######## fill_counter ########
fill_counter/registers.png
Other sequential cells in the stronger grey, the rest of the logic in the fainter grey.
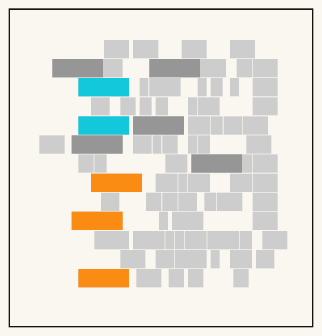

File: config.mk
export PLATFORM = sky130hd
export DESIGN_NAME = fill_counter
export DESIGN_NICKNAME = d
export VERILOG_FILES = /design/src/rtl/qq_cnt_pkg.sv /design/src/rtl/fill_counter.sv
export SDC_FILE = /design/constraint.sdc
export NUM_CORES = 1
export LEC_CHECK = 0
export CAP_MARGIN = 20
export CORE_AREA = 3 3 40 42
export CTS_CLUSTER_DIAMETER = 40
export DETAILED_ROUTE_END_ITERATION = 10
export DIE_AREA = 0 0 43 45
export GPL_TIMING_DRIVEN = 0
export PLACE_DENSITY = 0.81
export REMOVE_ABC_BUFFERS = 1
export SYNTH_ARGS = -nofsm -noshare
export SYNTH_HDL_FRONTEND = slang
export SYNTH_SLANG_ARGS = --single-unit
File: constraint.sdc
create_clock -name clk -period 4.94 [get_ports clk]
set_input_delay 1.235 -clock clk [delete_from_list [all_inputs] [get_ports clk]]
set_output_delay 1.235 -clock clk [all_outputs]
set_load 0.01 [all_outputs]
File: src/rtl/qq_cnt_pkg.sv
// Shared definitions for the fill counter family: occupancy states and default depth.
package qq_cnt_pkg;

  localparam int unsigned DEFAULT_DEPTH = 4;

  typedef enum logic [1:0] {
    S_EMPTY = 2'd0,
    S_PART  = 2'd1,
    S_FULL  = 2'd2
  } fill_state_t;

endpackage

File: src/rtl/fill_counter.sv
// Saturating occupancy counter with registered empty/full/almost-full flags,
// a sticky fill-done flag, a one-cycle done pulse on entry to full, and a sticky error.
module fill_counter
  import qq_cnt_pkg::*;
#(
  parameter int unsigned DEPTH  = DEFAULT_DEPTH,
  parameter int unsigned ALMOST = DEPTH - 1,
  localparam int unsigned W     = $clog2(DEPTH + 1)
) (
  input  logic         clk,
  input  logic         rst,
  input  logic         clr,
  input  logic         inc,
  input  logic         dec,
  input  logic         load,
  input  logic [W-1:0] load_val,
  output logic [W-1:0] count,
  output logic         empty,
  output logic         full,
  output logic         almost_full,
  output logic         fill_done,
  output logic         done_pulse,
  output logic         err
);

  if (DEPTH < 2 || ALMOST < 1 || ALMOST > DEPTH) begin : gen_bad_params
    $fatal(1, "fill_counter: illegal DEPTH/ALMOST combination");
  end

  localparam logic [W-1:0] DepthW  = W'(DEPTH);
  localparam logic [W-1:0] AlmostW = W'(ALMOST);

  fill_state_t  state_q, state_d;
  logic [W-1:0] count_q, count_d;
  logic         empty_q, empty_d;
  logic         full_q, full_d;
  logic         almost_full_q, almost_full_d;
  logic         fill_done_q, fill_done_d;
  logic         done_pulse_q, done_pulse_d;
  logic         err_q, err_d;

  always_comb begin
    count_d      = count_q;
    err_d        = err_q;
    fill_done_d  = fill_done_q;
    done_pulse_d = 1'b0;

    if (clr) begin
      count_d     = '0;
      err_d       = 1'b0;
      fill_done_d = 1'b0;
    end else if (load) begin
      if (load_val > DepthW) begin
        count_d = DepthW;
        err_d   = 1'b1;
      end else begin
        count_d = load_val;
      end
    end else if (inc && !dec) begin
      if (count_q == DepthW) begin
        err_d = 1'b1;
      end else begin
        count_d = count_q + W'(1);
      end
    end else if (dec && !inc) begin
      if (count_q == '0) begin
        err_d = 1'b1;
      end else begin
        count_d = count_q - W'(1);
      end
    end

    // State is a pure function of the next count, so it can never disagree with it.
    if (count_d == '0) begin
      state_d = S_EMPTY;
    end else if (count_d == DepthW) begin
      state_d = S_FULL;
    end else begin
      state_d = S_PART;
    end

    if (!clr && state_d == S_FULL && state_q != S_FULL) begin
      done_pulse_d = 1'b1;
      fill_done_d  = 1'b1;
    end

    empty_d       = (count_d == '0);
    full_d        = (count_d == DepthW);
    almost_full_d = (count_d >= AlmostW);
  end

  always_ff @(posedge clk) begin
    if (rst) begin
      state_q       <= S_EMPTY;
      count_q       <= '0;
      empty_q       <= 1'b1;
      full_q        <= 1'b0;
      almost_full_q <= 1'b0;
      fill_done_q   <= 1'b0;
      done_pulse_q  <= 1'b0;
      err_q         <= 1'b0;
    end else begin
      state_q       <= state_d;
      count_q       <= count_d;
      empty_q       <= empty_d;
      full_q        <= full_d;
      almost_full_q <= almost_full_d;
      fill_done_q   <= fill_done_d;
      done_pulse_q  <= done_pulse_d;
      err_q         <= err_d;
    end
  end

  assign count       = count_q;
  assign empty       = empty_q;
  assign full        = full_q;
  assign almost_full = almost_full_q;
  assign fill_done   = fill_done_q;
  assign done_pulse  = done_pulse_q;
  assign err         = err_q;

endmodule

######## countdown_timer ########
## src/rtl/clock_pkg.sv

```systemverilog
// clock_pkg: shared state encoding and constants for the countdown timer.
//   state_t  - IDLE, RUN, PAUSE, EXPIRED
//   SEC_MAX  - largest legal seconds value
package clock_pkg;

    typedef enum logic [1:0] {
        IDLE,
        RUN,
        PAUSE,
        EXPIRED
    } state_t;

    localparam int unsigned SEC_MAX = 59;

endpackage

```

## src/rtl/bin2bcd2.sv

```systemverilog
// bin2bcd2: converts a 7-bit binary value (0..99) into two BCD digits.
//   bin_i  [6:0] binary input, expected range 0..99
//   tens_o [3:0] value / 10
//   ones_o [3:0] value mod 10
module bin2bcd2 (
    input  logic [6:0] bin_i,
    output logic [3:0] tens_o,
    output logic [3:0] ones_o
);

    assign tens_o = 4'(bin_i / 7'd10);
    assign ones_o = 4'(bin_i % 7'd10);

endmodule

```

## src/rtl/countdown_timer.sv

```systemverilog
// countdown_timer: mm:ss countdown timer with load, add-minute, start and pause.
//   clk              rising-edge clock
//   rst_n            asynchronous active-low reset
//   load/load_min/load_sec  preset the value (clamped), return to IDLE
//   add_min          add one minute (saturating); restarts from 01:00 when EXPIRED
//   start / pause    resume / suspend the countdown
//   min_sec  [15:0]  BCD mm:ss
//   running/expired  state decodes; done is a one-cycle pulse on reaching 00:00
module countdown_timer
    import clock_pkg::*;
#(
    parameter int unsigned CLK_DIV = 1,
    parameter int unsigned MAX_MIN = 99
) (
    input  logic        clk,
    input  logic        rst_n,
    input  logic        load,
    input  logic [6:0]  load_min,
    input  logic [5:0]  load_sec,
    input  logic        add_min,
    input  logic        start,
    input  logic        pause,
    output logic [15:0] min_sec,
    output logic        running,
    output logic        expired,
    output logic        done
);

    localparam logic [23:0] DIV_LAST = 24'(CLK_DIV - 1);
    localparam logic [6:0]  MIN_CAP  = 7'(MAX_MIN);
    localparam logic [5:0]  SEC_CAP  = 6'(SEC_MAX);

    state_t      state_q, state_d;
    logic [6:0]  min_q, min_d;
    logic [5:0]  sec_q, sec_d;
    logic [23:0] pre_q, pre_d;
    logic        done_q, done_d;
    logic        tick;
    logic        nonzero;

    assign tick    = (state_q == RUN) && (pre_q == DIV_LAST);
    assign nonzero = (min_q != 7'd0) || (sec_q != 6'd0);

    // Commands form a strict priority chain; a tick only acts when no
    // command is present, but the prescaler keeps wrapping regardless.
    always_comb begin
        state_d = state_q;
        min_d   = min_q;
        sec_d   = sec_q;
        pre_d   = (state_q == RUN) ? (tick ? 24'd0 : pre_q + 24'd1) : 24'd0;
        done_d  = 1'b0;
        if (load) begin
            min_d   = (load_min > MIN_CAP) ? MIN_CAP : load_min;
            sec_d   = (load_sec > SEC_CAP) ? SEC_CAP : load_sec;
            state_d = IDLE;
            pre_d   = 24'd0;
        end else if (add_min) begin
            if (state_q == EXPIRED) begin
                min_d   = 7'd1;
                sec_d   = 6'd0;
                state_d = IDLE;
            end else begin
                min_d = (min_q >= MIN_CAP) ? MIN_CAP : min_q + 7'd1;
            end
        end else if (start) begin
            if ((state_q == IDLE || state_q == PAUSE) && nonzero) begin
                state_d = RUN;
                pre_d   = 24'd0;
            end
        end else if (pause) begin
            if (state_q == RUN) begin
                state_d = PAUSE;
                pre_d   = 24'd0;
            end
        end else if (tick) begin
            if (sec_q != 6'd0) begin
                sec_d = sec_q - 6'd1;
            end else begin
                min_d = min_q - 7'd1;
                sec_d = SEC_CAP;
            end
            if (min_d == 7'd0 && sec_d == 6'd0) begin
                state_d = EXPIRED;
                done_d  = 1'b1;
            end
        end
    end

    always_ff @(posedge clk or negedge rst_n) begin
        if (!rst_n) begin
            state_q <= IDLE;
            min_q   <= 7'd0;
            sec_q   <= 6'd0;
            pre_q   <= 24'd0;
            done_q  <= 1'b0;
        end else begin
            state_q <= state_d;
            min_q   <= min_d;
            sec_q   <= sec_d;
            pre_q   <= pre_d;
            done_q  <= done_d;
        end
    end

    bin2bcd2 u_min_bcd (
        .bin_i  (min_q),
        .tens_o (min_sec[15:12]),
        .ones_o (min_sec[11:8])
    );

    bin2bcd2 u_sec_bcd (
        .bin_i  ({1'b0, sec_q}),
        .tens_o (min_sec[7:4]),
        .ones_o (min_sec[3:0])
    );

    assign running = (state_q == RUN);
    assign expired = (state_q == EXPIRED);
    assign done    = done_q;

endmodule

```

## config.mk

```make
export PLATFORM = sky130hd
export DESIGN_NAME = countdown_timer
export DESIGN_NICKNAME = d
export VERILOG_FILES = /design/src/rtl/clock_pkg.sv /design/src/rtl/bin2bcd2.sv /design/src/rtl/countdown_timer.sv
export SDC_FILE = /design/constraint.sdc
export NUM_CORES = 1
export LEC_CHECK = 0
export CAP_MARGIN = 20
export CORE_ASPECT_RATIO = 1.4
export CORE_UTILIZATION = 60
export DETAILED_ROUTE_END_ITERATION = 10
export GPL_TIMING_DRIVEN = 1
export PLACE_DENSITY = 0.87
export SYNTH_ARGS = -nofsm -noshare
export SYNTH_HDL_FRONTEND = slang
export SYNTH_HIERARCHICAL = 1
export SYNTH_SLANG_ARGS = --single-unit
```

## constraint.sdc

```tcl
create_clock -name clk -period 4.24 [get_ports clk]
set_input_delay 0.636 -clock clk [delete_from_list [all_inputs] [get_ports clk]]
set_output_delay 0.636 -clock clk [all_outputs]
set_load 0.02 [all_outputs]
```

countdown_timer/density.png
7 x 9 tiles, from white (low) to dark blue (high), 0 to 100% covered.
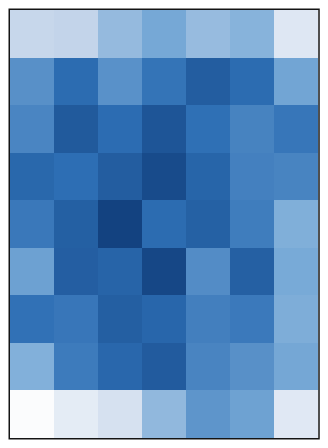
densest ninth of the die: centre
tiles over 75% full: 35%
mean over tiles: 63%
Core Area: 0.00561 mm²
final standard cell utilization of the core: 0.713

==> flow_summary_export.csv, countdown_timer <==
group,metric,value,unit
logic_synthesis,most_common_cell,"dfrtp_1",
clocking,max-clock-path-buffers,2,
power,combPwrFrac,0.505,
place,preCtsSetupSlack,748,ps
critical_path,ff2ff_setup_slack,1300,ps
power,combinational_cell_power,0.808,mW
critical_path,critPathSlowestCell,"dfrtp_1",
layout,insertedDiodeCount,0,
place,dp_cells,512,
power,power.switching_fraction,0.423,
final_timing,grt_setup_unrepaired,"no",
layout,design_area,0.00400,mm²
final_timing,finClkSkew,12.2,ps
power,power_dissipated_by_switching_net_loads,0.677,mW
hold_path,hp-class,"in -> async",
outcome,outcome,"completed",
clocking,skew_pair_late_insertion_delay,300,ps
power,total_power,1.60,mW
drt,detailedRoute.firstIterationViolations,200,
critical_path,cp_max_fo,20,
countdown_timer: area by class of cell:
| class | instances | area share |
|---|---|---|
| Multi-Input combinational cell | 346 | 0.594 |
| Sequential cell | 40 | 0.250 |
| Timing Repair Buffer | 39 | 0.0945 |
| Clock buffer | 8 | 0.0225 |
| Tap cell | 68 | 0.0213 |
| Inverter | 19 | 0.0178 |
countdown_timer: routing by layer:
metal  global-route usage  routed length (µm)  up-vias
li1                     -                   -     1611
met1                0.331                3480     1607
met2                0.517                4530      108
met3               0.0451                 381       32
met4                0.156                 261        0
met5                    0                   0        -
fill_counter/final_placement.png
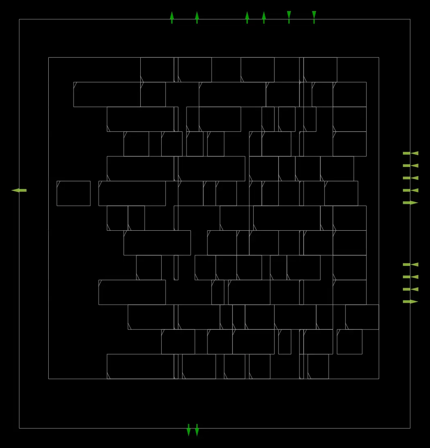
number of tap cells inserted: 15
total number of sequential cells: 10
sequential cell area share: 0.264

fill_counter/met1.png
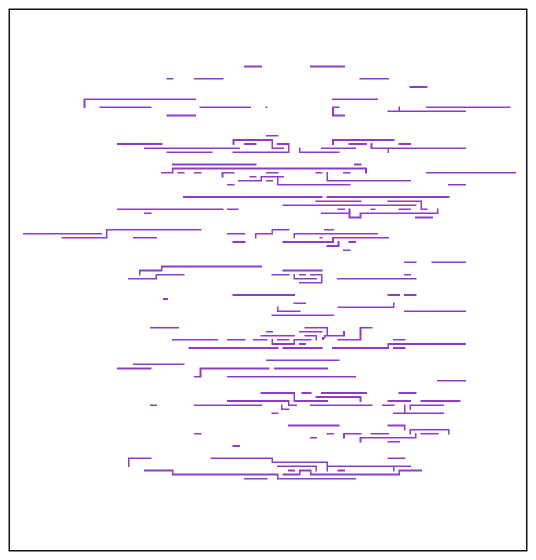
longest straight run: 16.1 µm
share of all routed wire: 44%
nets with wire on the layer: 76
wire length on this layer: 550 µm
met1 routing resource usage after global routing: 0.185
vias post-DR: 525

## Picture notes: fill_counter/registers.png
| name in the netlist | colour | flops |
|---|---|---|
| count | orange | 3 |
| state_q | cyan | 2 |
not coloured: 5
area taken by flip-flops and latches: 200 µm²
Seq group: 0.0883 mW
final standard cell utilization of the core: 0.589

==> flow_summary_export.csv, fill_counter <==
group,metric,value,unit
place,buffer_ports.inserted,17,
power,combinational_cell_power,0.0423,mW
logic_synthesis,async_reset_ff_frac,0,
grt,globalRoute.busiestLayer,"met2",
grt,globalRouteTotalUtil,0.148,
floorplanning,die_w,43,µm
clocking,cts-htree-levels,1,
place,hpwl_after_detailed_placement,935,µm
final_timing,layout_min_cycle_time,3160,ps
final_timing,fin_setup_tns,0,ps
layout,insertedDiodeCount,0,
layout,post_route_cells_drive_above_1_share,0.100,
layout,top_cells_excl_fill_tap,"clkdlybuf4s50_1, dfxtp_1, nor2_1",
hold_path,hold_path_end,"fill_done",
outcome,outcome,"completed",
final_timing,clock.fmax,0.316,GHz
logic_synthesis,portion_of_netlist_area_occupied_by_mux_cells,0,
clocking,numCtsBuffers,3,
floorplanning,design.die.area,0.00194,mm²
grt,grt_first_pass_wirelength,2100,µm
floorplanning,die_h,45,µm
clocking,skew_pair_late_insertion_delay,260,ps
critical_path,type_of_element_capturing_the_critical_path,"flip-flop",
logic_synthesis,yosysUniqueCellTypes,31,
## fill_counter: layout make-up
type	instances	area share
Timing Repair Buffer	17	0.225
Tap cell	15	0.0248
Multi-Input combinational cell	45	0.418
Sequential cell	10	0.264
Clock buffer	4	0.0479
Inverter	4	0.0198
## fill_counter: per-stage QoR
stage          hold WS [ps]  area, µm²  utilization  total power, mW  worst slack, ps
6_report                461        757        0.589            0.203             1780
5_1_grt                 513        757        0.589            0.215             1610
2_1_floorplan           482        532            -            0.111             2420
3_5_place_dp            453        721        0.561            0.132             1540
4_1_cts                 464        757        0.589            0.206             1750
3_3_place_gp            448        721        0.561            0.132             1580


==> layout pictures side by side <==
Metal 2.
Cells faint in the background.
(a)
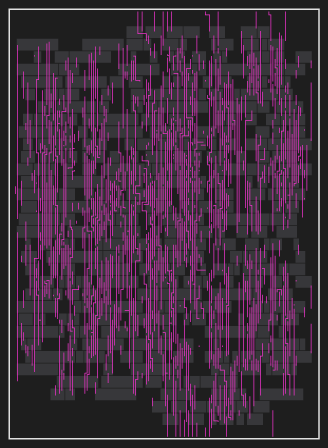
(b)
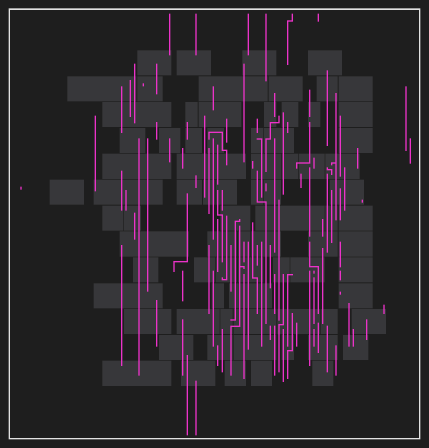
(b) comes from fill_counter.
(a) comes from countdown_timer.

Power figures rest on the tool's default switching activity, not on a simulated workload.
